# ---- block 1 ----
===== config.mk =====
export PLATFORM = sky130hd
export DESIGN_NAME = decode_wb_stage
export DESIGN_NICKNAME = d
export VERILOG_FILES = /design/src/rtl/y86_pkg.sv /design/src/rtl/y86_regfile.sv /design/src/rtl/decode_wb_stage.sv
export SDC_FILE = /design/constraint.sdc
export NUM_CORES = 2
export LEC_CHECK = 0
export CAP_MARGIN = 20
export CORE_ASPECT_RATIO = 1.2
export CORE_MARGIN = 5
export CORE_UTILIZATION = 40
export DETAILED_ROUTE_END_ITERATION = 12
export SYNTH_ARGS = -nofsm -noshare
export SYNTH_HDL_FRONTEND = slang
export SYNTH_SLANG_ARGS = --single-unit

===== constraint.sdc =====
create_clock -name clk -period 10.7 [get_ports clk]
set_input_delay 2.675 -clock clk [delete_from_list [all_inputs] [get_ports clk]]
set_output_delay 2.675 -clock clk [all_outputs]
set_load 0.02 [all_outputs]

===== src/rtl/y86_pkg.sv =====
// Shared Y86-64 constants: instruction codes, special register ids and datapath widths.
package y86_pkg;

  localparam int unsigned RegW  = 4;
  localparam int unsigned WordW = 64;
  localparam int unsigned NumRegs = 15;

  localparam logic [3:0] I_HALT   = 4'h0;
  localparam logic [3:0] I_NOP    = 4'h1;
  localparam logic [3:0] I_RRMOVQ = 4'h2;
  localparam logic [3:0] I_IRMOVQ = 4'h3;
  localparam logic [3:0] I_RMMOVQ = 4'h4;
  localparam logic [3:0] I_MRMOVQ = 4'h5;
  localparam logic [3:0] I_OPQ    = 4'h6;
  localparam logic [3:0] I_JXX    = 4'h7;
  localparam logic [3:0] I_CALL   = 4'h8;
  localparam logic [3:0] I_RET    = 4'h9;
  localparam logic [3:0] I_PUSHQ  = 4'hA;
  localparam logic [3:0] I_POPQ   = 4'hB;

  localparam logic [RegW-1:0] RNONE = 4'hF;
  localparam logic [RegW-1:0] RRSP  = 4'h4;

endpackage


===== src/rtl/y86_regfile.sv =====
// 15x64 architectural register file: two async read ports, a debug port, and E/M write ports
// where M wins when both target the same register.
module y86_regfile
  import y86_pkg::*;
#(
  parameter logic [WordW-1:0] RSP_INIT = '0
) (
  input  logic             clk,
  input  logic             reset,
  input  logic [RegW-1:0]  rd_a_sel,
  output logic [WordW-1:0] rd_a_data,
  input  logic [RegW-1:0]  rd_b_sel,
  output logic [WordW-1:0] rd_b_data,
  input  logic [RegW-1:0]  dbg_sel,
  output logic [WordW-1:0] dbg_data,
  input  logic [RegW-1:0]  wr_e_sel,
  input  logic [WordW-1:0] wr_e_data,
  input  logic [RegW-1:0]  wr_m_sel,
  input  logic [WordW-1:0] wr_m_data
);

  logic [WordW-1:0] rf_q [NumRegs];
  logic [WordW-1:0] rf_d [NumRegs];

  always_comb begin
    rf_d = rf_q;
    if (wr_e_sel != RNONE) rf_d[wr_e_sel] = wr_e_data;
    // M port applied last so it takes the collision (popq %rsp)
    if (wr_m_sel != RNONE) rf_d[wr_m_sel] = wr_m_data;
  end

  always_ff @(posedge clk) begin
    if (reset) begin
      for (int i = 0; i < NumRegs; i++) begin
        rf_q[i] <= (i == int'(RRSP)) ? RSP_INIT : '0;
      end
    end else begin
      rf_q <= rf_d;
    end
  end

  always_comb begin
    rd_a_data = (rd_a_sel == RNONE) ? '0 : rf_q[rd_a_sel];
    rd_b_data = (rd_b_sel == RNONE) ? '0 : rf_q[rd_b_sel];
    dbg_data  = (dbg_sel  == RNONE) ? '0 : rf_q[dbg_sel];
  end

endmodule


===== src/rtl/decode_wb_stage.sv =====
// Y86-64 decode/write-back stage: register-id decode, operand forwarding and the register file
// written from the W pipeline register.
module decode_wb_stage
  import y86_pkg::*;
#(
  parameter logic [WordW-1:0] RSP_INIT = 64'h0
) (
  input  logic             clk,
  input  logic             reset,
  input  logic [3:0]       D_icode,
  input  logic [RegW-1:0]  D_rA,
  input  logic [RegW-1:0]  D_rB,
  input  logic [WordW-1:0] D_valP,
  input  logic [RegW-1:0]  e_dstE,
  input  logic [WordW-1:0] e_valE,
  input  logic [RegW-1:0]  M_dstE,
  input  logic [WordW-1:0] M_valE,
  input  logic [RegW-1:0]  M_dstM,
  input  logic [WordW-1:0] m_valM,
  input  logic [RegW-1:0]  W_dstE,
  input  logic [WordW-1:0] W_valE,
  input  logic [RegW-1:0]  W_dstM,
  input  logic [WordW-1:0] W_valM,
  input  logic [RegW-1:0]  dbg_sel,
  output logic [RegW-1:0]  d_srcA,
  output logic [RegW-1:0]  d_srcB,
  output logic [RegW-1:0]  d_dstE,
  output logic [RegW-1:0]  d_dstM,
  output logic [WordW-1:0] d_valA,
  output logic [WordW-1:0] d_valB,
  output logic [WordW-1:0] dbg_data
);

  logic [WordW-1:0] rf_a, rf_b;

  y86_regfile #(
    .RSP_INIT (RSP_INIT)
  ) u_regfile (
    .clk       (clk),
    .reset     (reset),
    .rd_a_sel  (d_srcA),
    .rd_a_data (rf_a),
    .rd_b_sel  (d_srcB),
    .rd_b_data (rf_b),
    .dbg_sel   (dbg_sel),
    .dbg_data  (dbg_data),
    .wr_e_sel  (W_dstE),
    .wr_e_data (W_valE),
    .wr_m_sel  (W_dstM),
    .wr_m_data (W_valM)
  );

  always_comb begin
    d_srcA = RNONE;
    d_srcB = RNONE;
    d_dstE = RNONE;
    d_dstM = RNONE;
    case (D_icode)
      I_RRMOVQ, I_RMMOVQ, I_OPQ, I_PUSHQ: d_srcA = D_rA;
      I_RET, I_POPQ:                      d_srcA = RRSP;
      default:                            ;
    endcase
    case (D_icode)
      I_RMMOVQ, I_MRMOVQ, I_OPQ:         d_srcB = D_rB;
      I_CALL, I_RET, I_PUSHQ, I_POPQ:    d_srcB = RRSP;
      default:                           ;
    endcase
    case (D_icode)
      I_RRMOVQ, I_IRMOVQ, I_OPQ:         d_dstE = D_rB;
      I_CALL, I_RET, I_PUSHQ, I_POPQ:    d_dstE = RRSP;
      default:                           ;
    endcase
    case (D_icode)
      I_MRMOVQ, I_POPQ: d_dstM = D_rA;
      default:          ;
    endcase
  end

  // Youngest producer first; RNONE sources short-circuit so an RNONE dst can never match.
  function automatic logic [WordW-1:0] fwd(input logic [RegW-1:0] src,
                                            input logic [WordW-1:0] rf_val);
    if (src == RNONE)       return '0;
    else if (src == e_dstE) return e_valE;
    else if (src == M_dstM) return m_valM;
    else if (src == M_dstE) return M_valE;
    else if (src == W_dstM) return W_valM;
    else if (src == W_dstE) return W_valE;
    else                    return rf_val;
  endfunction

  always_comb begin
    if (D_icode == I_JXX || D_icode == I_CALL) begin
      d_valA = D_valP;
    end else begin
      d_valA = fwd(d_srcA, rf_a);
    end
    d_valB = fwd(d_srcB, rf_b);
  end

endmodule


==> results.ini <==
[yosys]
syn_nets=9399
async_flop_share=0

[status]
status=complete, no violations

[clock_network]
clk_transition_reported_paths_ns=0.06
cts_setup_buffers=0
htreeDepth=3

[power]
pwr.group.sequential_mw=3.96
comb_power_share=0.287
static-leakage-power_nw=28.7
total_switching_power_mw=4.04

[critical_path]
worst_setup_path_class=in2out
path_max_fanout=93
worst_setup_path_end_kind=output pin

[finish]
post_synthesis_to_final_layout_area_growth_pct=16.2
final-nonclk-buf-share=0.110
layout.comb_gates.multi_input=6670

[placed_design]
placed_cell_area_sq_um=80200

[drt]
drcViolationCount=0

[floorplanning]
floorplan.die_area_sq_um=189000

[worst max-delay path: stages]
cell and delay [ns]:
sky130_fd_sc_hd__clkdlybuf4s50_1 0.71, sky130_fd_sc_hd__a21bo_1 0.45, sky130_fd_sc_hd__o31ai_4 0.52, sky130_fd_sc_hd__buf_12 0.52, sky130_fd_sc_hd__buf_4 0.66, sky130_fd_sc_hd__a22oi_1 0.14, sky130_fd_sc_hd__o21ai_0 0.24, sky130_fd_sc_hd__o31a_1 0.37
sky130_fd_sc_hd__a211oi_1 0.10, sky130_fd_sc_hd__a311oi_1 0.43, sky130_fd_sc_hd__clkdlybuf4s50_1 0.70
[routing by layer]
layer,track usage,vias up,part of all wire
met5,0.00153,-,0.0011
li1,-,33800,-
met4,0.275,42,0.076
met1,0.517,40200,0.35
met2,0.592,8261,0.40
met3,0.174,2016,0.16
[cell families (layout without fill, tap and decap cells)]
family	Yosys count	count (layout)	synth area share
AOI/OAI and AO/OA	3145	3145	0.310
and+or+nand+nor	2187	2187	0.122
DFF	960	960	0.266
other	0	28	0
xor gates and xnor gates	22	22	0.00267
buffers and inverters	1347	1186	0.0718
muxes	1316	1316	0.227
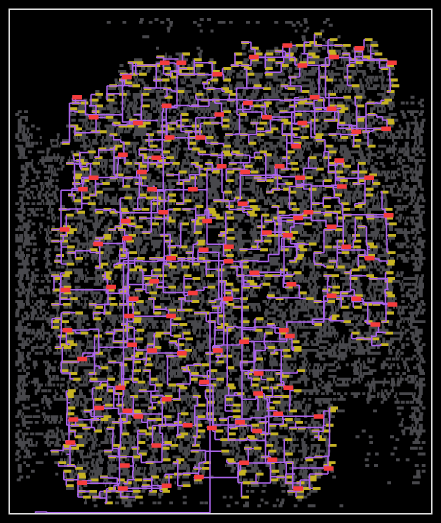
**Above:** block 1 (clock distribution).
flip-flops -> yellow  # count 960
clock-net drivers -> red  # count 108
clock wires -> purple  # length 14,900 microns
routed clock nets = 109
Latency at later pin: 0.77 ns
proportion of power drawn by the clock network: 0.359
maximum clock skew at final layout: 0 ns
clock group power: 4.00 mW


# ---- block 2 ----
### config.mk
export PLATFORM = sky130hd
export DESIGN_NAME = calc_arbiter
export DESIGN_NICKNAME = d
export VERILOG_FILES = /design/src/rtl/calc_pkg.sv /design/src/rtl/rr_arb2.sv /design/src/rtl/calc_arbiter.sv
export SDC_FILE = /design/constraint.sdc
export NUM_CORES = 1
export LEC_CHECK = 0
export CAP_MARGIN = 20
export CORE_MARGIN = 2
export CORE_UTILIZATION = 42
export DETAILED_ROUTE_END_ITERATION = 7
export PLACE_DENSITY = 0.83
export SETUP_SLACK_MARGIN = 0.4
export SLEW_MARGIN = 10
export SYNTH_ARGS = -nofsm -noshare
export SYNTH_HDL_FRONTEND = slang
export SYNTH_SLANG_ARGS = --single-unit
### constraint.sdc
create_clock -name clk -period 3 [get_ports clk]
set_input_delay 0.6 -clock clk [delete_from_list [all_inputs] [get_ports clk]]
set_output_delay 0.6 -clock clk [all_outputs]
set_load 0.02 [all_outputs]
### src/rtl/calc_pkg.sv
// Shared widths, default job timeout and FSM state encoding for the calc arbiter.
package calc_pkg;

  localparam int unsigned ADDR_W          = 10;
  localparam int unsigned DATA_W          = 16;
  localparam int unsigned TIMEOUT_DEFAULT = 4096;

  typedef enum logic [2:0] {
    StIdle,
    StLoad,
    StLaunch,
    StRun,
    StDone,
    StAbort
  } state_e;

endpackage

### src/rtl/rr_arb2.sv
// Two-way round-robin picker: on a tie the requester that was not granted last wins.
module rr_arb2 (
  input  logic [1:0] req,
  input  logic       last,
  input  logic       enable,
  output logic [1:0] pick
);

  always_comb begin
    pick = 2'b00;
    if (enable) begin
      unique case (req)
        2'b01:   pick = 2'b01;
        2'b10:   pick = 2'b10;
        2'b11:   pick = last ? 2'b01 : 2'b10;
        default: pick = 2'b00;
      endcase
    end
  end

endmodule

### src/rtl/calc_arbiter.sv
// Shares one stack-machine controller between two requesters: grants, forwards program
// writes, launches the job, then reports completion or aborts it on timeout.
module calc_arbiter
  import calc_pkg::*;
#(
  parameter int unsigned TIMEOUT = TIMEOUT_DEFAULT
) (
  input  logic              clk,
  input  logic              nrst,
  input  logic [1:0]        req,
  output logic [1:0]        gnt,
  input  logic [1:0]        wr_in,
  input  logic [ADDR_W-1:0] addr0,
  input  logic [ADDR_W-1:0] addr1,
  input  logic [DATA_W-1:0] data0,
  input  logic [DATA_W-1:0] data1,
  input  logic [1:0]        start_in,
  output logic              ctl_wr,
  output logic [ADDR_W-1:0] ctl_addr,
  output logic [DATA_W-1:0] ctl_datain,
  output logic              ctl_start,
  input  logic              ctl_ready,
  input  logic [DATA_W-1:0] ctl_out,
  output logic              ctl_nrst,
  output logic [1:0]        done,
  output logic [1:0]        err,
  output logic [DATA_W-1:0] result
);

  localparam int unsigned TimerW = $clog2(TIMEOUT) + 1;

  state_e              r_state;
  logic [1:0]          r_gnt;
  logic [1:0]          r_done;
  logic [1:0]          r_err;
  logic [DATA_W-1:0]   r_result;
  logic                r_last;
  logic [TimerW-1:0]   r_timer;
  logic                r_busy_seen;
  logic                r_abort_cnt;

  logic [1:0]          w_pick;
  logic                w_arb_en;
  logic                w_gidx;

  assign w_arb_en = (r_state == StIdle) && ctl_ready;
  assign w_gidx   = r_gnt[1];

  rr_arb2 u_rr (
    .req    (req),
    .last   (r_last),
    .enable (w_arb_en),
    .pick   (w_pick)
  );

  always_ff @(posedge clk) begin
    if (!nrst) begin
      r_state     <= StIdle;
      r_gnt       <= 2'b00;
      r_done      <= 2'b00;
      r_err       <= 2'b00;
      r_result    <= '0;
      r_last      <= 1'b1;
      r_timer     <= '0;
      r_busy_seen <= 1'b0;
      r_abort_cnt <= 1'b0;
    end else begin
      r_done <= 2'b00;
      r_err  <= 2'b00;
      unique case (r_state)
        StIdle: begin
          if (w_pick != 2'b00) begin
            r_gnt   <= w_pick;
            r_state <= StLoad;
          end
        end
        StLoad: begin
          if (start_in[w_gidx]) begin
            r_state <= StLaunch;
          end else if (!req[w_gidx]) begin
            r_state <= StIdle;
            r_gnt   <= 2'b00;
            r_last  <= w_gidx;
          end
        end
        StLaunch: begin
          r_state     <= StRun;
          r_timer     <= '0;
          r_busy_seen <= 1'b0;
        end
        StRun: begin
          r_timer <= r_timer + 1'b1;
          if (!ctl_ready) r_busy_seen <= 1'b1;
          // Ready only counts once the controller has been seen busy for this job.
          if (ctl_ready && r_busy_seen) begin
            r_result <= ctl_out;
            r_done   <= r_gnt;
            r_state  <= StDone;
          end else if (r_timer == TimerW'(TIMEOUT - 1)) begin
            r_err       <= r_gnt;
            r_abort_cnt <= 1'b0;
            r_state     <= StAbort;
          end
        end
        StDone: begin
          r_state <= StIdle;
          r_gnt   <= 2'b00;
          r_last  <= w_gidx;
        end
        StAbort: begin
          r_abort_cnt <= 1'b1;
          if (r_abort_cnt) begin
            r_state <= StIdle;
            r_gnt   <= 2'b00;
            r_last  <= w_gidx;
          end
        end
        default: r_state <= StIdle;
      endcase
    end
  end

  assign ctl_wr     = (r_state == StLoad) && wr_in[w_gidx];
  assign ctl_addr   = w_gidx ? addr1 : addr0;
  assign ctl_datain = w_gidx ? data1 : data0;
  assign ctl_start  = (r_state == StLaunch);
  assign ctl_nrst   = nrst && (r_state != StAbort);

  assign gnt    = r_gnt;
  assign done   = r_done;
  assign err    = r_err;
  assign result = r_result;

endmodule

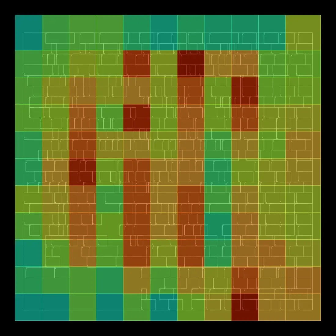
**Above:** block 2 (congestion heat map).
GRT Util Overall: 0.244
final cell utilization of the core: 0.717
GR Layer Usage met2: 0.454
busiest layer in global routing: met2

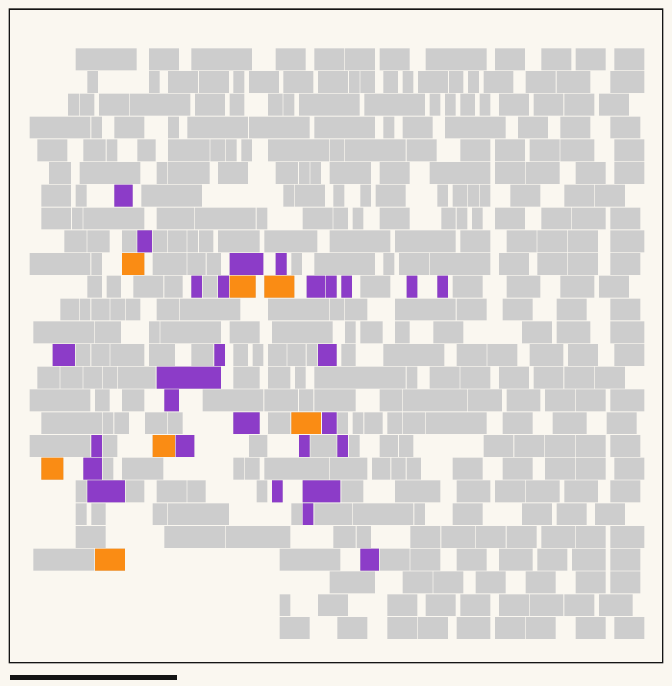
**Above:** block 2 (gate families picked out).
Bar = 20 microns.
non-inverting ao/oa cells -> orange  # cells 7
nor cells -> purple  # cells 28, most used nor2_1
Top cell excl fill/tap: sky130_fd_sc_hd__clkdlybuf4s50_1
Comb/total area: 0.366
final std cells w/o fill: 458

==> results.ini <==
[status]
status=complete, no violations

[yosys]
syn_nets=342
yosys.stat.chipArea_sq_um=2300

[finish]
final-nonclk-buf-share=0.354
share_of_the_final_layout_cell_area_in_sequential_cells=0.221
nNetsFinal=464
post_route_design_area_sq_um=3730

[clock_network]
clk_transition_reported_paths_ns=0.08
max-clock-path-buffers=2
htreeDepth=2
clk_sink_count=41
post_cts_resized=2

[sta]
period_needed_ns=2.56
max_clock_freq_ghz=0.391
report.final.setup_viol=0
tns_ns=0

[placed_design]
port_buffers=127

[drt]
met2WireLength_microns=3870
wl_per_cell_microns=16.1

[grt]
groute.layer.met3.usage=0.0616
grt_max_degree=28

[floorplanning]
num_tap_cells=70
number_of_i_o_pins=128

[power]
powerDensity_nw_per_um2=392
internal_power_mw=1.07
clock_power_uw=469

[critical_path]
critical_path.top_delay_family=buffers and inverters
worstPathCellList=clkdlybuf4s50_1 > inv_2 > a21oi_1 > clkdlybuf4s50_1

## path summary, 6_finish.rpt
check | slack, ns | start | to | cells after the start
max | 0.44 | nrst | ctl_nrst | 4
min | 0.46 | result[0] | result[0] | 2
max reg2reg | 1.24 | r_timer[0] | r_abort_cnt | 5
min reg2reg | 0.46 | result[0] | result[0] | 2
## synthesized netlist by cell type, drive strengths merged
cell	number	share of area
a21oi	21	0.046
and2b	1	0.0033
nand4b	1	0.0038
nor4	4	0.020
mux2	28	0.14
nor3b	2	0.0087
o22a	1	0.0038
o311a	2	0.0087
and2	3	0.0082
dfxtp	41	0.36
clkbuf	5	0.0082
o211a	1	0.0044
nor2	14	0.026
mux2i	4	0.017
a21boi	7	0.023
a21o	1	0.0033
nor3	3	0.0065
nand3	16	0.042
o211ai	3	0.012
a211oi	1	0.0054
nor2b	5	0.015
a31oi	2	0.0054
o21ai	5	0.011
ha	1	0.0054
or3b	1	0.0038
nand3b	5	0.022
nand2	53	0.090
and3b	2	0.0076
o21a	2	0.0065
and3	4	0.013
nand4	4	0.014
inv	3	0.0049
nand2b	4	0.011
and4	1	0.0038
o22ai	1	0.0027
buf	12	0.036

# ---- block 3 ----
## src/rtl/font_rom_arbiter_if.sv

```systemverilog
// Requester/ROM-side bundle for font_rom_arbiter.
// master: text layers plus ROM model; slave: the arbiter.
interface font_rom_arbiter_if #(
    parameter int NREQ   = 4,
    parameter int ADDR_W = 11,
    parameter int DATA_W = 8
);
    logic [NREQ-1:0]        req;
    logic [NREQ-1:0]        req_lock;
    logic [NREQ*ADDR_W-1:0] req_addr;
    logic [NREQ-1:0]        gnt;
    logic [ADDR_W-1:0]      rom_addr;
    logic [DATA_W-1:0]      rom_data;
    logic [NREQ-1:0]        rsp_valid;
    logic [DATA_W-1:0]      rsp_data;
    logic                   busy;

    modport master (
        output req, req_lock, req_addr, rom_data,
        input  gnt, rom_addr, rsp_valid, rsp_data, busy
    );

    modport slave (
        input  req, req_lock, req_addr, rom_data,
        output gnt, rom_addr, rsp_valid, rsp_data, busy
    );
endinterface

```

## src/rtl/font_rom_arbiter.sv

```systemverilog
// Shares one glyph ROM between text layers: round-robin grant, optional lock.
// Define FONT_ARB_FIXED_PRIO_EN for lowest-index-wins arbitration.
module font_rom_arbiter #(
    parameter int NREQ     = 4,
    parameter int ADDR_W   = 11,
    parameter int DATA_W   = 8,
    parameter int MAX_LOCK = 16
) (
    input logic               clk,
    input logic               rst_n,
    font_rom_arbiter_if.slave bus
);
    localparam int IDX_W = (NREQ > 1) ? $clog2(NREQ) : 1;
    localparam int CNT_W = $clog2(MAX_LOCK + 1);

    typedef enum logic {UNLOCKED, LOCKED} state_e;

    state_e            st_q, st_d;
    logic [IDX_W-1:0]  owner_q, owner_d;
    logic [IDX_W-1:0]  last_q, last_d;
    logic [CNT_W-1:0]  lcnt_q, lcnt_d;

    logic [NREQ-1:0]   s1_tag_q, s2_tag_q, rsp_valid_q;
    logic [ADDR_W-1:0] rom_addr_q;
    logic [DATA_W-1:0] rsp_data_q;
    logic              busy_q;

    logic              hold, forced, found;
    logic [NREQ-1:0]   cand, gnt;
    logic [IDX_W-1:0]  win;
    logic [ADDR_W-1:0] sel_addr;

    always_comb begin
        hold   = (st_q == LOCKED) && bus.req[owner_q]
                 && (int'(lcnt_q) < MAX_LOCK);
        forced = (st_q == LOCKED) && bus.req[owner_q] && !hold;

        // A capped owner yields to anyone else pending, else keeps going.
        cand = bus.req;
        if (forced) cand[owner_q] = 1'b0;
        if (cand == '0) cand = bus.req;

        found = 1'b0;
        win   = '0;
`ifdef FONT_ARB_FIXED_PRIO_EN
        for (int i = 0; i < NREQ; i++) begin
            if (!found && cand[i]) begin
                found = 1'b1;
                win   = IDX_W'(i);
            end
        end
`else
        for (int k = 1; k <= NREQ; k++) begin
            if (!found && cand[(int'(last_q) + k) % NREQ]) begin
                found = 1'b1;
                win   = IDX_W'((int'(last_q) + k) % NREQ);
            end
        end
`endif
        if (hold) begin
            found = 1'b1;
            win   = owner_q;
        end

        gnt = '0;
        if (rst_n && found) gnt[win] = 1'b1;

        sel_addr = rom_addr_q;
        for (int i = 0; i < NREQ; i++) begin
            if (gnt[i]) sel_addr = bus.req_addr[i*ADDR_W +: ADDR_W];
        end

        st_d    = st_q;
        owner_d = owner_q;
        lcnt_d  = lcnt_q;
        last_d  = last_q;
        if (found) last_d = win;
        if (hold) begin
            if (bus.req_lock[owner_q]) begin
                lcnt_d = lcnt_q + CNT_W'(1);
            end else begin
                st_d   = UNLOCKED;
                lcnt_d = '0;
            end
        end else if (found && bus.req_lock[win]) begin
            st_d    = LOCKED;
            owner_d = win;
            lcnt_d  = CNT_W'(1);
        end else begin
            st_d   = UNLOCKED;
            lcnt_d = '0;
        end
    end

    always_ff @(posedge clk or negedge rst_n) begin
        if (!rst_n) begin
            st_q        <= UNLOCKED;
            owner_q     <= '0;
            lcnt_q      <= '0;
            last_q      <= IDX_W'(NREQ - 1);
            s1_tag_q    <= '0;
            s2_tag_q    <= '0;
            rsp_valid_q <= '0;
            rom_addr_q  <= '0;
            rsp_data_q  <= '0;
            busy_q      <= 1'b0;
        end else begin
            st_q        <= st_d;
            owner_q     <= owner_d;
            lcnt_q      <= lcnt_d;
            last_q      <= last_d;
            s1_tag_q    <= gnt;
            rom_addr_q  <= sel_addr;
            s2_tag_q    <= s1_tag_q;
            rsp_valid_q <= s2_tag_q;
            if (|s2_tag_q) rsp_data_q <= bus.rom_data;
            busy_q      <= (|gnt) | (|s1_tag_q);
        end
    end

    assign bus.gnt       = gnt;
    assign bus.rom_addr  = rom_addr_q;
    assign bus.rsp_valid = rsp_valid_q;
    assign bus.rsp_data  = rsp_data_q;
    assign bus.busy      = busy_q;
endmodule

```

## src/flat_wrapper.sv

```systemverilog
// flat-port wrapper written by rule: the top's interface ports become plain ports
module font_rom_arbiter_flat 
#(
    parameter int NREQ     = 4,
    parameter int ADDR_W   = 11,
    parameter int DATA_W   = 8,
    parameter int MAX_LOCK = 16
)
  (clk, rst_n, bus_req, bus_req_lock, bus_req_addr, bus_rom_data, bus_gnt, bus_rom_addr, bus_rsp_valid, bus_rsp_data, bus_busy);
  font_rom_arbiter_if #(.NREQ(NREQ), .ADDR_W(ADDR_W), .DATA_W(DATA_W)) bus_i ();
  input logic clk;
  input logic rst_n;
  input wire logic [$bits(bus_i.req)-1:0] bus_req;
  input wire logic [$bits(bus_i.req_lock)-1:0] bus_req_lock;
  input wire logic [$bits(bus_i.req_addr)-1:0] bus_req_addr;
  input wire logic [$bits(bus_i.rom_data)-1:0] bus_rom_data;
  output wire logic [$bits(bus_i.gnt)-1:0] bus_gnt;
  output wire logic [$bits(bus_i.rom_addr)-1:0] bus_rom_addr;
  output wire logic [$bits(bus_i.rsp_valid)-1:0] bus_rsp_valid;
  output wire logic [$bits(bus_i.rsp_data)-1:0] bus_rsp_data;
  output wire logic [$bits(bus_i.busy)-1:0] bus_busy;
  assign bus_i.req = bus_req;
  assign bus_i.req_lock = bus_req_lock;
  assign bus_i.req_addr = bus_req_addr;
  assign bus_i.rom_data = bus_rom_data;
  assign bus_gnt = bus_i.gnt;
  assign bus_rom_addr = bus_i.rom_addr;
  assign bus_rsp_valid = bus_i.rsp_valid;
  assign bus_rsp_data = bus_i.rsp_data;
  assign bus_busy = bus_i.busy;
  font_rom_arbiter #(.NREQ(NREQ), .ADDR_W(ADDR_W), .DATA_W(DATA_W), .MAX_LOCK(MAX_LOCK)) u_core (.clk(clk), .rst_n(rst_n), .bus(bus_i));
endmodule
```

## config.mk

```make
export PLATFORM = sky130hd
export DESIGN_NAME = font_rom_arbiter_flat
export DESIGN_NICKNAME = d
export VERILOG_FILES = /design/src/rtl/font_rom_arbiter_if.sv /design/src/rtl/font_rom_arbiter.sv /design/src/flat_wrapper.sv
export SDC_FILE = /design/constraint.sdc
export NUM_CORES = 1
export LEC_CHECK = 0
export CORE_MARGIN = 8
export CORE_UTILIZATION = 48
export CTS_CLUSTER_SIZE = 24
export DETAILED_ROUTE_END_ITERATION = 8
export GPL_ROUTABILITY_DRIVEN = 0
export PLACE_DENSITY_LB_ADDON = 0.1
export SYNTH_ARGS = -nofsm -noshare
export SYNTH_HDL_FRONTEND = slang
export SYNTH_SLANG_ARGS = --single-unit
```

## constraint.sdc

```tcl
create_clock -name clk -period 7.4 [get_ports clk]
set_clock_uncertainty 0.2 [all_clocks]
set_input_delay 1.48 -clock clk [delete_from_list [all_inputs] [get_ports clk]]
set_output_delay 1.48 -clock clk [all_outputs]
set_load 0.01 [all_outputs]
```

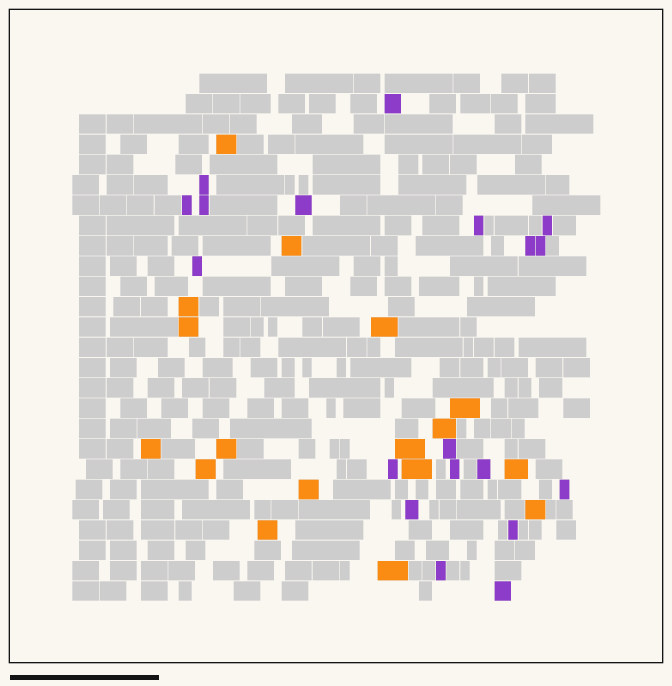
**Above:** block 3 (gate families picked out).
Bar = 20 microns.
non-inverting ao/oa cells -> orange  # cells 17, most used a21o_1
nor cells -> purple  # cells 19, most used nor2_1
Comb/total area: 0.365
final std cells w/o fill: 379

==> results.ini <==
[status]
status=complete, no violations

[drt]
drt_iter0_drc=84
firstDrtPassIters=4
met2WireLength_microns=3010

[finish]
post_synthesis_to_final_layout_area_growth_pct=42.2
seq_cells=42
comb_area_sq_um=1270
nNetsFinal=371

[grt]
grt_overflow=0
initial_antenna_violation_count=0
grt_pass1_wl_microns=10800

[yosys]
adders_majority_by_area=0.00512
yosysCellCount=218
yosys.area_share.aoi=0.204
post-synth-top-count-cell=sky130_fd_sc_hd__dfrtp_1
syn_nets=281

[critical_path]
critPathLaunchType=input port

[min_path]
path_category_of_the_worst_min_delay_check=reg2reg

[sta]
unrepaired_setup_endpoints_after_global_routing=false
report.final.slew_viol_count=0
timing.final.crit_share=0.899
layout_setup_ws_ns=0.751

[floorplanning]
floorplan.die_area_sq_um=7630
number_of_i_o_pins=90
floorplanUtilization=0.488

[clock_network]
post_cts_resized=0
cts_tree=built

[placed_design]
post-place-ws_ns=0.811

[power]
power.group.top=combinational cells

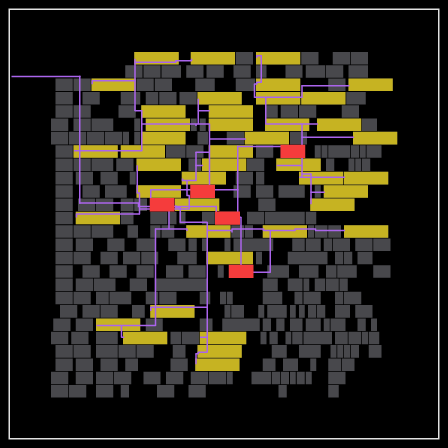
**Above:** block 3 (clock distribution).
clock wires -> purple  # length 522 microns
flip-flops -> yellow  # count 42
clock-net drivers -> red  # count 5
routed clock nets = 6
clock group power: 179 uW
proportion of power drawn by the clock network: 0.124
Latency at later pin: 0.29 ns

critical path, stage by stage:
cell	delay [ns]
sky130_fd_sc_hd__clkdlybuf4s50_1	0.73
sky130_fd_sc_hd__a21boi_0	0.35
sky130_fd_sc_hd__o21ai_0	0.24
sky130_fd_sc_hd__a2111o_1	0.44
sky130_fd_sc_hd__a211o_1	0.30
sky130_fd_sc_hd__o211ai_2	0.24
sky130_fd_sc_hd__mux2i_4	0.16
sky130_fd_sc_hd__or2_1	0.30
sky130_fd_sc_hd__nor2_1	0.14
sky130_fd_sc_hd__clkdlybuf4s50_1	0.57
metrics by stage:
stage / util / hold slack, ns
4_1_cts: 0.694 / 0.190
6_report: 0.694 / 0.189
3_3_place_gp: 0.672 / 0.163
3_5_place_dp: 0.672 / 0.168
2_1_floorplan: - / 0.154
5_1_grt: 0.694 / 0.198
registers in the layout, indices dropped and copies added (netlist names):
register              flops
u_core.bus.busy           1
u_core.bus.rom_addr      11
u_core.bus.rsp_data       8
u_core.bus.rsp_valid      4
u_core.last_q             2
u_core.lcnt_q             5
u_core.owner_q            2
u_core.s1_tag_q           4
u_core.s2_tag_q           4
u_core.st_q               1

# ---- block 4 ----
**Block 4: cell area per tile**

16 x 11 tiles, from dark blue (low) to red (high), 0 to 100% covered.
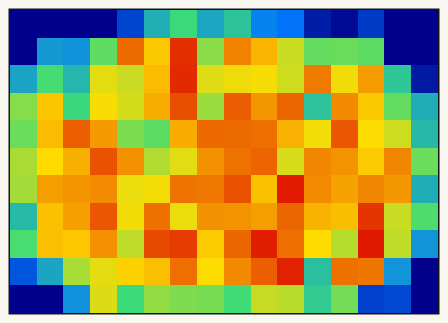
**Block 4: clock distribution**

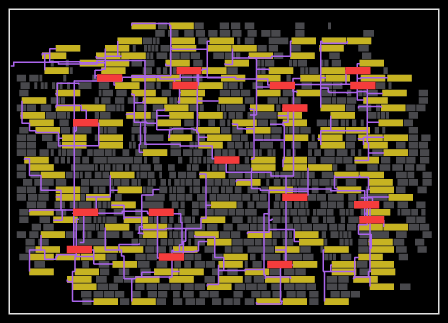
## src/rtl/wb_reg_bank_pkg.sv

```systemverilog
// wb_reg_bank_pkg
// Shared definitions for the Wishbone register bank:
//   - fixed address map anchors (STATUS, first read-only word) and helpers
//     that derive the read/write base and the last valid address from the
//     bank geometry
//   - STATUS register bit positions
//   - width of the wait-state counter
//   - sequencer state type
package wb_reg_bank_pkg;

  localparam int ADR_STATUS      = 0;
  localparam int ADR_RO_BASE     = 1;

  localparam int STATUS_NEW_BIT  = 0;
  localparam int STATUS_SNAP_BIT = 1;

  // Wait states are limited to 0..15.
  localparam int WAIT_CNT_W      = 4;

  typedef enum logic [1:0] {
    ST_IDLE = 2'd0,
    ST_WAIT = 2'd1,
    ST_RESP = 2'd2
  } state_t;

  // First read/write word sits directly above the read-only block.
  function automatic int rwBase(input int numRo);
    return ADR_RO_BASE + numRo;
  endfunction

  // Highest address that decodes to a real register.
  function automatic int lastAdr(input int numRo, input int numRw);
    return ADR_RO_BASE + numRo + numRw - 1;
  endfunction

endpackage

```

## src/rtl/wb_reg_bank_fsm.sv

```systemverilog
// wb_reg_bank_fsm
// IDLE/WAIT/RESP sequencer of the Wishbone register bank, including the
// wait-state counter.
// Ports:
//   clk, reset     clock, asynchronous active-low reset
//   i_cyc, i_stb   Wishbone cycle and strobe from the master
//   o_accept       strobe accepted this cycle (IDLE with cyc&stb)
//   o_enterResp    the next cycle is the response cycle; register side
//                  effects of the access are committed on this edge
//   o_resp         current cycle is the response cycle
module wb_reg_bank_fsm
  import wb_reg_bank_pkg::*;
#(
  parameter int WAIT_STATES = 0
) (
  input  logic clk,
  input  logic reset,
  input  logic i_cyc,
  input  logic i_stb,
  output logic o_accept,
  output logic o_enterResp,
  output logic o_resp
);

  // The counter is loaded with WAIT_STATES-1 so that WAIT lasts exactly
  // WAIT_STATES cycles before RESP.
  localparam logic [WAIT_CNT_W-1:0] CNT_LOAD =
    (WAIT_STATES > 0) ? WAIT_CNT_W'(WAIT_STATES - 1) : '0;

  state_t                r_state;
  state_t                w_stateNext;
  logic [WAIT_CNT_W-1:0] r_cnt;
  logic [WAIT_CNT_W-1:0] w_cntNext;

  always_ff @(posedge clk or negedge reset) begin
    if (!reset) begin
      r_state <= ST_IDLE;
      r_cnt   <= '0;
    end else begin
      r_state <= w_stateNext;
      r_cnt   <= w_cntNext;
    end
  end

  // Dropping cyc while waiting abandons the access; no response follows.
  always_comb begin
    w_stateNext = r_state;
    w_cntNext   = r_cnt;
    o_accept    = 1'b0;
    o_enterResp = 1'b0;
    case (r_state)
      ST_IDLE: begin
        if (i_cyc && i_stb) begin
          o_accept = 1'b1;
          if (WAIT_STATES == 0) begin
            w_stateNext = ST_RESP;
            o_enterResp = 1'b1;
          end else begin
            w_stateNext = ST_WAIT;
            w_cntNext   = CNT_LOAD;
          end
        end
      end
      ST_WAIT: begin
        if (!i_cyc) begin
          w_stateNext = ST_IDLE;
        end else if (r_cnt == '0) begin
          w_stateNext = ST_RESP;
          o_enterResp = 1'b1;
        end else begin
          w_cntNext = r_cnt - WAIT_CNT_W'(1);
        end
      end
      ST_RESP: w_stateNext = ST_IDLE;
      default: w_stateNext = ST_IDLE;
    endcase
  end

  assign o_resp = (r_state == ST_RESP);

endmodule

```

## src/rtl/wb_reg_bank.sv

```systemverilog
// wb_reg_bank
// Wishbone classic slave register bank: a STATUS word, NUM_RO read-only
// words read through a coherent snapshot, and NUM_RW read/write words
// staged in a shadow and committed atomically by a write to the last one.
// Build option: WB_REG_BANK_ERR_EN - when defined, out-of-range accesses
// answer with wb_err_o instead of wb_ack_o; otherwise they are acked with
// read data 0 and wb_err_o is held at 0.
// Ports:
//   clk, reset                    clock, asynchronous active-low reset
//   wb_cyc_i, wb_stb_i, wb_we_i   Wishbone cycle / strobe / write enable
//   wb_adr_i, wb_dat_i            word address, write data
//   wb_dat_o, wb_ack_o, wb_err_o  read data, acknowledge, error
//   ro_data_i, ro_valid_i         live read-only source and its valid pulse
//   rw_data_o, rw_update_o        committed read/write words, commit pulse
module wb_reg_bank
  import wb_reg_bank_pkg::*;
#(
  parameter int DATA_W      = 8,
  parameter int NUM_RO      = 8,
  parameter int NUM_RW      = 6,
  parameter int WAIT_STATES = 0,
  parameter int ADDR_W      = 4
) (
  input  logic                     clk,
  input  logic                     reset,
  input  logic                     wb_cyc_i,
  input  logic                     wb_stb_i,
  input  logic                     wb_we_i,
  input  logic [ADDR_W-1:0]        wb_adr_i,
  input  logic [DATA_W-1:0]        wb_dat_i,
  output logic [DATA_W-1:0]        wb_dat_o,
  output logic                     wb_ack_o,
  output logic                     wb_err_o,
  input  logic [NUM_RO*DATA_W-1:0] ro_data_i,
  input  logic                     ro_valid_i,
  output logic [NUM_RW*DATA_W-1:0] rw_data_o,
  output logic                     rw_update_o
);

  localparam logic [ADDR_W-1:0] A_STATUS   = ADDR_W'(ADR_STATUS);
  localparam logic [ADDR_W-1:0] A_RO_FIRST = ADDR_W'(ADR_RO_BASE);
  localparam logic [ADDR_W-1:0] A_RW_FIRST = ADDR_W'(rwBase(NUM_RO));
  localparam logic [ADDR_W-1:0] A_LAST     = ADDR_W'(lastAdr(NUM_RO, NUM_RW));

  logic                     w_accept;
  logic                     w_enterResp;
  logic                     w_resp;

  logic [ADDR_W-1:0]        r_adr;
  logic                     r_we;
  logic [DATA_W-1:0]        r_dat;
  logic [NUM_RO*DATA_W-1:0] r_snapshot;
  logic                     r_new;
  logic                     r_snap;
  logic [NUM_RW*DATA_W-1:0] r_shadow;
  logic [NUM_RW*DATA_W-1:0] r_committed;
  logic                     r_update;

  logic [ADDR_W-1:0]        w_adr;
  logic                     w_we;
  logic [DATA_W-1:0]        w_dat;
  logic                     w_takeSnap;
  logic                     w_statusClr;
  logic                     w_rwWrite;
  logic                     w_commit;
  logic [NUM_RW*DATA_W-1:0] w_shadowNext;
  logic [DATA_W-1:0]        w_rdData;

  wb_reg_bank_fsm #(
    .WAIT_STATES(WAIT_STATES)
  ) u_fsm (
    .clk        (clk),
    .reset      (reset),
    .i_cyc      (wb_cyc_i),
    .i_stb      (wb_stb_i),
    .o_accept   (w_accept),
    .o_enterResp(w_enterResp),
    .o_resp     (w_resp)
  );

  // With no wait states the access commits on the strobe edge itself,
  // before the latched copy exists, so the live bus values are used then.
  assign w_adr = w_accept ? wb_adr_i : r_adr;
  assign w_we  = w_accept ? wb_we_i  : r_we;
  assign w_dat = w_accept ? wb_dat_i : r_dat;

  // Snapshot is taken in the strobe cycle of a word-1 read so that the
  // following reads of the upper words see the same capture.
  assign w_takeSnap  = w_accept && !wb_we_i && (wb_adr_i == A_RO_FIRST);
  assign w_statusClr = w_enterResp && w_we && (w_adr == A_STATUS) &&
                       w_dat[STATUS_NEW_BIT];
  assign w_rwWrite   = w_enterResp && w_we &&
                       (w_adr >= A_RW_FIRST) && (w_adr <= A_LAST);
  assign w_commit    = w_rwWrite && (w_adr == A_LAST);

  always_comb begin
    w_shadowNext = r_shadow;
    for (int i = 0; i < NUM_RW; i++) begin
      if (w_adr == A_RW_FIRST + ADDR_W'(i)) begin
        w_shadowNext[i*DATA_W +: DATA_W] = w_dat;
      end
    end
  end

  always_ff @(posedge clk or negedge reset) begin
    if (!reset) begin
      r_adr <= '0;
      r_we  <= 1'b0;
      r_dat <= '0;
    end else if (w_accept) begin
      r_adr <= wb_adr_i;
      r_we  <= wb_we_i;
      r_dat <= wb_dat_i;
    end
  end

  // A word-1 read in the same cycle as ro_valid_i wins: NEW ends cleared.
  always_ff @(posedge clk or negedge reset) begin
    if (!reset) begin
      r_snapshot <= '0;
      r_snap     <= 1'b0;
      r_new      <= 1'b0;
    end else if (w_takeSnap) begin
      r_snapshot <= ro_data_i;
      r_snap     <= 1'b1;
      r_new      <= 1'b0;
    end else if (ro_valid_i) begin
      r_new      <= 1'b1;
    end else if (w_statusClr) begin
      r_new      <= 1'b0;
    end
  end

  // Commit happens on the edge entering RESP, so rw_data_o already holds
  // the new value while rw_update_o and the ack are high.
  always_ff @(posedge clk or negedge reset) begin
    if (!reset) begin
      r_shadow    <= '0;
      r_committed <= '0;
      r_update    <= 1'b0;
    end else begin
      r_update <= w_commit;
      if (w_rwWrite) begin
        r_shadow <= w_shadowNext;
      end
      if (w_commit) begin
        r_committed <= w_shadowNext;
      end
    end
  end

  // Read mux; unmatched addresses read as zero.
  always_comb begin
    w_rdData = '0;
    if (r_adr == A_STATUS) begin
      w_rdData[STATUS_NEW_BIT]  = r_new;
      w_rdData[STATUS_SNAP_BIT] = r_snap;
    end
    for (int i = 0; i < NUM_RO; i++) begin
      if (r_adr == A_RO_FIRST + ADDR_W'(i)) begin
        w_rdData = r_snapshot[i*DATA_W +: DATA_W];
      end
    end
    for (int i = 0; i < NUM_RW; i++) begin
      if (r_adr == A_RW_FIRST + ADDR_W'(i)) begin
        w_rdData = r_committed[i*DATA_W +: DATA_W];
      end
    end
  end

  assign wb_dat_o    = (w_resp && !r_we) ? w_rdData : '0;
  assign rw_data_o   = r_committed;
  assign rw_update_o = r_update;

`ifdef WB_REG_BANK_ERR_EN
  logic w_inRange;
  assign w_inRange = (r_adr <= A_LAST);
  assign wb_ack_o  = w_resp && w_inRange;
  assign wb_err_o  = w_resp && !w_inRange;
`else
  assign wb_ack_o  = w_resp;
  assign wb_err_o  = 1'b0;
`endif

endmodule

```

## config.mk

```make
export PLATFORM = sky130hd
export DESIGN_NAME = wb_reg_bank
export DESIGN_NICKNAME = d
export VERILOG_FILES = /design/src/rtl/wb_reg_bank_pkg.sv /design/src/rtl/wb_reg_bank_fsm.sv /design/src/rtl/wb_reg_bank.sv
export SDC_FILE = /design/constraint.sdc
export NUM_CORES = 1
export LEC_CHECK = 0
export ABC_CLOCK_PERIOD_IN_PS = 3020
export CAP_MARGIN = 20
export CORE_ASPECT_RATIO = 0.7
export CORE_MARGIN = 2
export CORE_UTILIZATION = 50
export DETAILED_ROUTE_END_ITERATION = 16
export PLACE_DENSITY = 0.76
export SETUP_SLACK_MARGIN = 0.3
export SLEW_MARGIN = 20
export SYNTH_ARGS = -nofsm -noshare
export SYNTH_HDL_FRONTEND = slang
export SYNTH_SLANG_ARGS = --single-unit
export TNS_END_PERCENT = 1
```

## constraint.sdc

```tcl
create_clock -name clk -period 3.02 [get_ports clk]
set_input_delay 0.906 -clock clk [delete_from_list [all_inputs] [get_ports clk]]
set_output_delay 0.906 -clock clk [all_outputs]
set_load 0.02 [all_outputs]
```

==> results.ini <==
[status]
status=finished with violations
failed_checks=setup timing

[power]
ir_worst_vdd_mv=0.374
total_switching_power_mw=1.76
swShare=0.275

[critical_path]
critical_path_s_largest_stage_delay_ns=0.48
worstRegToRegCells=9
number_of_cells_on_the_critical_path=7
cp_data_arrival_time_ns=2.33

[finish]
largest_class=registers
seq_cells=169
area.sequential_sq_um=4230

[yosys]
ys_top_cells_by_count=sky130_fd_sc_hd__dfrtp_1 (169), sky130_fd_sc_hd__mux2_2 (121), sky130_fd_sc_hd__nand2_1 (91), sky130_fd_sc_hd__o21ai_0 (62), sky130_fd_sc_hd__mux2i_1 (50)
ys_top_logic_family=multiplexers
post-synth-top-count-cell=sky130_fd_sc_hd__dfrtp_1
yosysTopAreaCellShare=0.522
synth_top_flop_cell=sky130_fd_sc_hd__dfrtp_1
syn_area_sq_um=8110
synth-xor-area-share=0

[sta]
layout_setup_ws_ns=-0.215
holdWs_ns=0.432
max_clock_freq_ghz=0.309
report.final.setup_viol=8

[clock_network]
htreeDepth=4
cts.hold.buffers_added=0
clk_root_buffer_cell=sky130_fd_sc_hd__clkbuf_16
cts_setup_buffers=6

[drt]
final_antenna_net_count=0
wl_per_cell_microns=21.4

[grt]
grt_pass1_vias=6817

## Picture notes: 'cell area per tile' of block 4
tiles over 75% full = 44%
mean over tiles = 63%
nearly empty tiles = 7.4%
fullest tile = 97%
final cell utilization of the core: 0.708
Core Area: 15,700 sq um
Initial Utilization: 0.517

## Picture notes: 'clock distribution' of block 4
flip-flops -> yellow  # count 169
clock wires -> purple  # length 2,040 microns
clock-net drivers -> red  # count 17
flops lie = all over the die
clock group power: 2.39 mW
Latency at later pin: 0.44 ns
proportion of power drawn by the clock network: 0.374
maximum clock skew at final layout: 0.00957 ns

[registers in the layout, summed over array words and instances, names as in the netlist]
signal         cells
rw_update_o        1
r_shadow          40
r_dat              8
rw_data_o         48
r_snap             1
r_we               1
r_snapshot        64
r_adr              4
u_fsm.r_state      1
r_new              1
[routing by layer]
| metal | vias to the layer above | global-route usage |
|---|---|---|
| met2 | 332 | 0.440 |
| met3 | 45 | 0.0695 |
| met5 | - | 0 |
| li1 | 2918 | - |
| met4 | 0 | 0.0881 |
| met1 | 3320 | 0.392 |
[stage by stage]
step / instance area [sq um] / power (mW) / util / cells
after floorplan: 8110 / 3.25 / - / 706
after detailed placement: 10200 / 3.87 / 0.648 / 1063
after global placement: 10200 / 3.81 / 0.648 / 1063
after CTS: 10900 / 6.30 / 0.694 / 1101
final: 11100 / 6.41 / 0.708 / 1110
after global routing: 11100 / 6.63 / 0.708 / 1110
[power groups by stage]
stage	logic (mW)	clock network, mW	registers (mW)
6_report	1.40	2.39	2.61
5_1_grt	1.50	2.51	2.63
4_1_cts	1.28	2.41	2.61
3_5_place_dp	1.23	0	2.64
3_3_place_gp	1.19	0	2.63
2_1_floorplan	0.637	0	2.61

# ---- block 5 ----
**Block 5: congestion heat map**

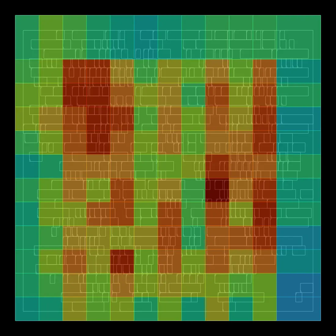
**Block 5: clock distribution**

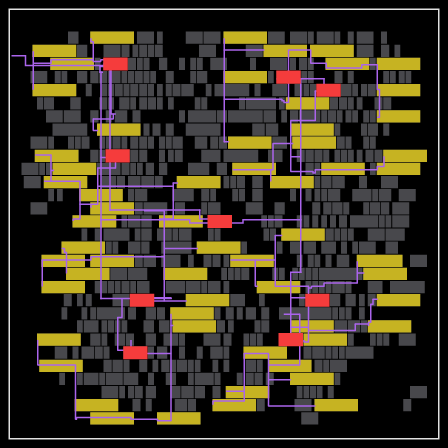
--- src/rtl/led_ctrl_pkg.sv ---
`default_nettype none
// ============================================================================
// led_ctrl_pkg : mode/state encodings and counter widths for led_pattern_ctrl
// Revision     : 1.0
// ============================================================================
package led_ctrl_pkg;

  localparam int RATE_W  = 4;
  localparam int COUNT_W = 8;

  typedef enum logic [1:0] {
    MODE_OFF   = 2'd0,
    MODE_SOLID = 2'd1,
    MODE_BLINK = 2'd2,
    MODE_CHASE = 2'd3
  } mode_t;

  typedef enum logic [0:0] {
    ST_IDLE = 1'b0,
    ST_RUN  = 1'b1
  } state_t;

endpackage
`default_nettype wire

--- src/rtl/tick_gen.sv ---
`default_nettype none
// ============================================================================
// tick_gen : free-running base-tick prescaler, restartable through clear
// Revision : 1.0
// ============================================================================
module tick_gen #(
  parameter int TICK_DIV = 6250000
) (
  input  logic clk,
  input  logic rst_n,
  input  logic clear,
  output logic tick
);

  localparam int              CNT_W = (TICK_DIV > 1) ? $clog2(TICK_DIV) : 1;
  localparam logic [CNT_W-1:0] LAST = CNT_W'(TICK_DIV - 1);

  logic [CNT_W-1:0] cnt;

  always_ff @(posedge clk or negedge rst_n) begin
    if (!rst_n) begin
      cnt <= '0;
    end else if (clear || (cnt == LAST)) begin
      cnt <= '0;
    end else begin
      cnt <= cnt + 1'b1;
    end
  end

  assign tick = (cnt == LAST);

endmodule
`default_nettype wire

--- src/rtl/led_pattern_ctrl.sv ---
`default_nettype none
// ============================================================================
// led_pattern_ctrl : command-driven OFF/SOLID/BLINK/CHASE sequencer for LEDs
// Revision         : 1.0
// ============================================================================
module led_pattern_ctrl
  import led_ctrl_pkg::*;
#(
  parameter int TICK_DIV = 6250000,
  parameter int NUM_LEDS = 8
) (
  input  logic                clk,
  input  logic                rst_n,
  input  logic                cmd_valid,
  output logic                cmd_ready,
  input  logic [1:0]          cmd_mode,
  input  logic [RATE_W-1:0]   cmd_rate,
  input  logic [COUNT_W-1:0]  cmd_count,
  input  logic                abort,
  output logic                busy,
  output logic                done,
  output logic [NUM_LEDS-1:0] led
);

  localparam logic [NUM_LEDS-1:0] LED_BIT0 = NUM_LEDS'(1);

  state_t               state;
  state_t               next_state;
  mode_t                cur_mode;
  logic [RATE_W-1:0]    cur_rate;
  logic [COUNT_W-1:0]   cur_count;
  logic [RATE_W-1:0]    rate_cnt;
  logic [COUNT_W-1:0]   step_cnt;
  logic [COUNT_W-1:0]   step_cnt_inc;
  logic                 dir_down;
  logic                 tick;
  logic                 accept;
  logic                 step;
  logic                 last_step;
  logic [NUM_LEDS-1:0]  load_pattern;
  logic [NUM_LEDS-1:0]  step_pattern;
  logic [NUM_LEDS-1:0]  chase_next;
  logic                 chase_dir_next;

  tick_gen #(
    .TICK_DIV (TICK_DIV)
  ) u_tick_gen (
    .clk   (clk),
    .rst_n (rst_n),
    .clear (accept),
    .tick  (tick)
  );

  assign accept       = cmd_valid && (state == ST_IDLE);
  assign step         = (state == ST_RUN) && tick && (rate_cnt == cur_rate);
  assign step_cnt_inc = step_cnt + 1'b1;
  assign last_step    = step && (cur_count != '0) && (step_cnt_inc == cur_count);

  // FSM: state register
  always_ff @(posedge clk or negedge rst_n) begin
    if (!rst_n) begin
      state <= ST_IDLE;
    end else begin
      state <= next_state;
    end
  end

  // FSM: next state; abort wins over a coincident completion
  always_comb begin
    next_state = state;
    case (state)
      ST_IDLE: begin
        if (accept && (mode_t'(cmd_mode) != MODE_OFF)) begin
          next_state = ST_RUN;
        end
      end
      ST_RUN: begin
        if (abort || last_step) begin
          next_state = ST_IDLE;
        end
      end
      default: next_state = ST_IDLE;
    endcase
  end

  // FSM: outputs
  always_comb begin
    cmd_ready = (state == ST_IDLE);
    busy      = (state == ST_RUN);
  end

  always_comb begin
    case (mode_t'(cmd_mode))
      MODE_SOLID, MODE_BLINK: load_pattern = '1;
      MODE_CHASE:             load_pattern = LED_BIT0;
      default:                load_pattern = '0;
    endcase
  end

  // Chase bounces: reaching an end bit reverses and moves back in the same step
  generate
    if (NUM_LEDS == 1) begin : g_chase_single
      assign chase_next     = led;
      assign chase_dir_next = dir_down;
    end else begin : g_chase_multi
      always_comb begin
        chase_next     = led;
        chase_dir_next = dir_down;
        if (!dir_down) begin
          if (led[NUM_LEDS-1]) begin
            chase_dir_next = 1'b1;
            chase_next     = led >> 1;
          end else begin
            chase_next     = led << 1;
          end
        end else begin
          if (led[0]) begin
            chase_dir_next = 1'b0;
            chase_next     = led << 1;
          end else begin
            chase_next     = led >> 1;
          end
        end
      end
    end
  endgenerate

  always_comb begin
    case (cur_mode)
      MODE_BLINK: step_pattern = ~led;
      MODE_CHASE: step_pattern = chase_next;
      default:    step_pattern = led;
    endcase
  end

  always_ff @(posedge clk or negedge rst_n) begin
    if (!rst_n) begin
      cur_mode  <= MODE_OFF;
      cur_rate  <= '0;
      cur_count <= '0;
      rate_cnt  <= '0;
      step_cnt  <= '0;
      dir_down  <= 1'b0;
      led       <= '0;
      done      <= 1'b0;
    end else begin
      done <= 1'b0;
      if (accept) begin
        cur_mode  <= mode_t'(cmd_mode);
        cur_rate  <= cmd_rate;
        cur_count <= cmd_count;
        rate_cnt  <= '0;
        step_cnt  <= '0;
        dir_down  <= 1'b0;
        led       <= load_pattern;
      end else if (state == ST_RUN) begin
        if (abort) begin
          led <= '0;
        end else if (tick) begin
          if (step) begin
            rate_cnt <= '0;
            // saturates so an endless run never wraps into a false match
            if (step_cnt != '1) begin
              step_cnt <= step_cnt_inc;
            end
            if (last_step) begin
              led  <= '0;
              done <= 1'b1;
            end else begin
              led <= step_pattern;
              if (cur_mode == MODE_CHASE) begin
                dir_down <= chase_dir_next;
              end
            end
          end else begin
            rate_cnt <= rate_cnt + 1'b1;
          end
        end
      end
    end
  end

endmodule
`default_nettype wire

--- config.mk ---
export PLATFORM = sky130hd
export DESIGN_NAME = led_pattern_ctrl
export DESIGN_NICKNAME = d
export VERILOG_FILES = /design/src/rtl/led_ctrl_pkg.sv /design/src/rtl/tick_gen.sv /design/src/rtl/led_pattern_ctrl.sv
export SDC_FILE = /design/constraint.sdc
export NUM_CORES = 1
export LEC_CHECK = 0
export ABC_AREA = 1
export CAP_MARGIN = 0
export CORE_MARGIN = 2
export CORE_UTILIZATION = 50
export CTS_CLUSTER_SIZE = 24
export DETAILED_ROUTE_END_ITERATION = 8
export GPL_ROUTABILITY_DRIVEN = 1
export PLACE_DENSITY = 0.7
export SLEW_MARGIN = 0
export SYNTH_ARGS = -nofsm -noshare
export SYNTH_HDL_FRONTEND = slang
export SYNTH_SLANG_ARGS = --single-unit
--- constraint.sdc ---
create_clock -name clk -period 2.15 [get_ports clk]
set_clock_uncertainty 0.1 [all_clocks]
set_input_delay 0.215 -clock clk [delete_from_list [all_inputs] [get_ports clk]]
set_output_delay 0.215 -clock clk [all_outputs]
set_load 0.01 [all_outputs]
==> results.ini <==
[status]
status=complete, no violations

[sta]
period_needed_ns=2.07
slew_headroom=0.610

[clock_network]
numCtsBuffers=9
cts_tree=built
max-clock-path-buffers=2

[floorplanning]
num_tap_cells=96

[drt]
route.detailed.vias_per_inst=5.20
drt_iter0_drc=229

[yosys]
yosysCellCount=482
syn_nets=505

[grt]
grt_pass1_wl_microns=13700

[finish]
layout.non_clock_inverters=64
final-nonclk-buf-share=0.115
n_clock_buffer=12

[placed_design]
port_buffers=28

## Picture notes: 'congestion heat map' of block 5
final cell utilization of the core: 0.655
busiest layer in global routing: met2
GR Layer Usage met2: 0.357
M3 GR Usage: 0.0373
final routed wire length divided by cell count: 13.4 microns

## Picture notes: 'clock distribution' of block 5
clock-net drivers -> red  # count 9
flip-flops -> yellow  # count 60
clock wires -> purple  # length 885 microns
routed clock nets = 10
flops lie = all over the die
clock group power: 1.05 mW
Latency at later pin: 0.35 ns

## layer usage
metal	share of wire	routed length [microns]
met5	0	0
met4	0.015	129
met3	0.053	455
met2	0.46	3990
met1	0.47	4010
## timing repair
action                                 CTS  global route
setup endpoints to repair                3            22
hold buffers                             1             0
resized                                  1            26
endpoints found under the hold margin   23             0
gates cloned                             0             2
buffers inserted                         2             9
pin swaps                                1             8
## logic make-up after synthesis
family | after synthesis | synth area share
buffers and inverters | 74 | 0.0820
and+or+nand+nor | 274 | 0.367
adders and majority gates | 5 | 0.0174
xor gates and xnor gates | 11 | 0.0269
AOI/OAI and AO/OA | 58 | 0.0882
DFF | 60 | 0.419
## path summary, 6_finish.rpt
check                                    end  slack, ns
worst max-delay path                  led[4]       0.08
worst min-delay path             step_cnt[1]       0.30
worst max register to register        led[4]       0.08
worst min register to register   cur_mode[0]       0.39
max in group asynchronous        rate_cnt[0]       1.03
min in group clk                cur_count[0]       0.31
## registers in the layout, indices dropped and copies added (netlist names), 2 cells and up
name,flops
u_tick_gen.cnt,23
rate_cnt,4
step_cnt,8
cur_count,8
led,8
cur_mode,2
cur_rate,4


## Gallery

Cell area per tile.
(a)
9 x 9 tiles, from dark blue (low) to red (high), 0 to 100% covered.
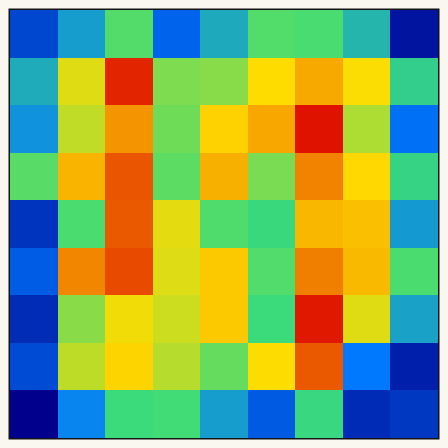
(b)
8 x 8 tiles, from dark blue (low) to red (high), 0 to 100% covered.
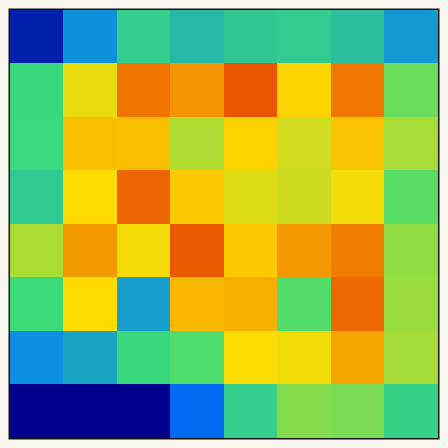
(c)
20 x 24 tiles, from dark blue (low) to red (high), 0 to 100% covered.
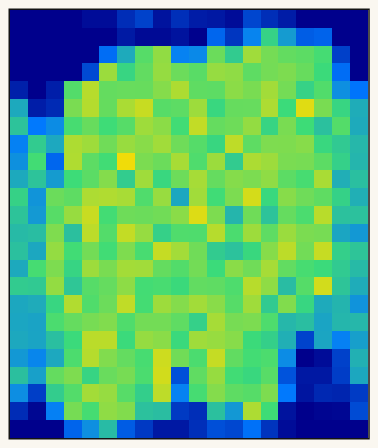
(d)
9 x 9 tiles, from dark blue (low) to red (high), 0 to 100% covered.
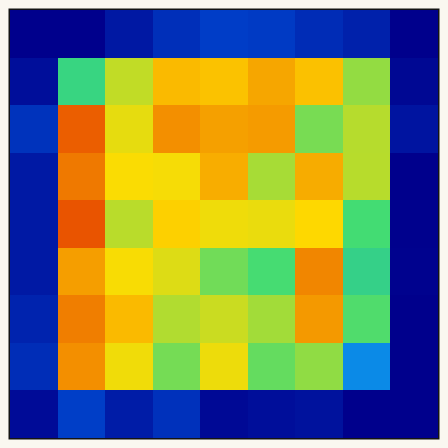
- lowest utilization: (c)
(c) -> block 1
(b) -> block 2
(a) -> block 5
(d) -> block 3

Key to (c):
emptiest ninth of the die = top left
fullest tile = 73%
nearly empty tiles = 8.7%

Power and IR drop assume default switching activity.
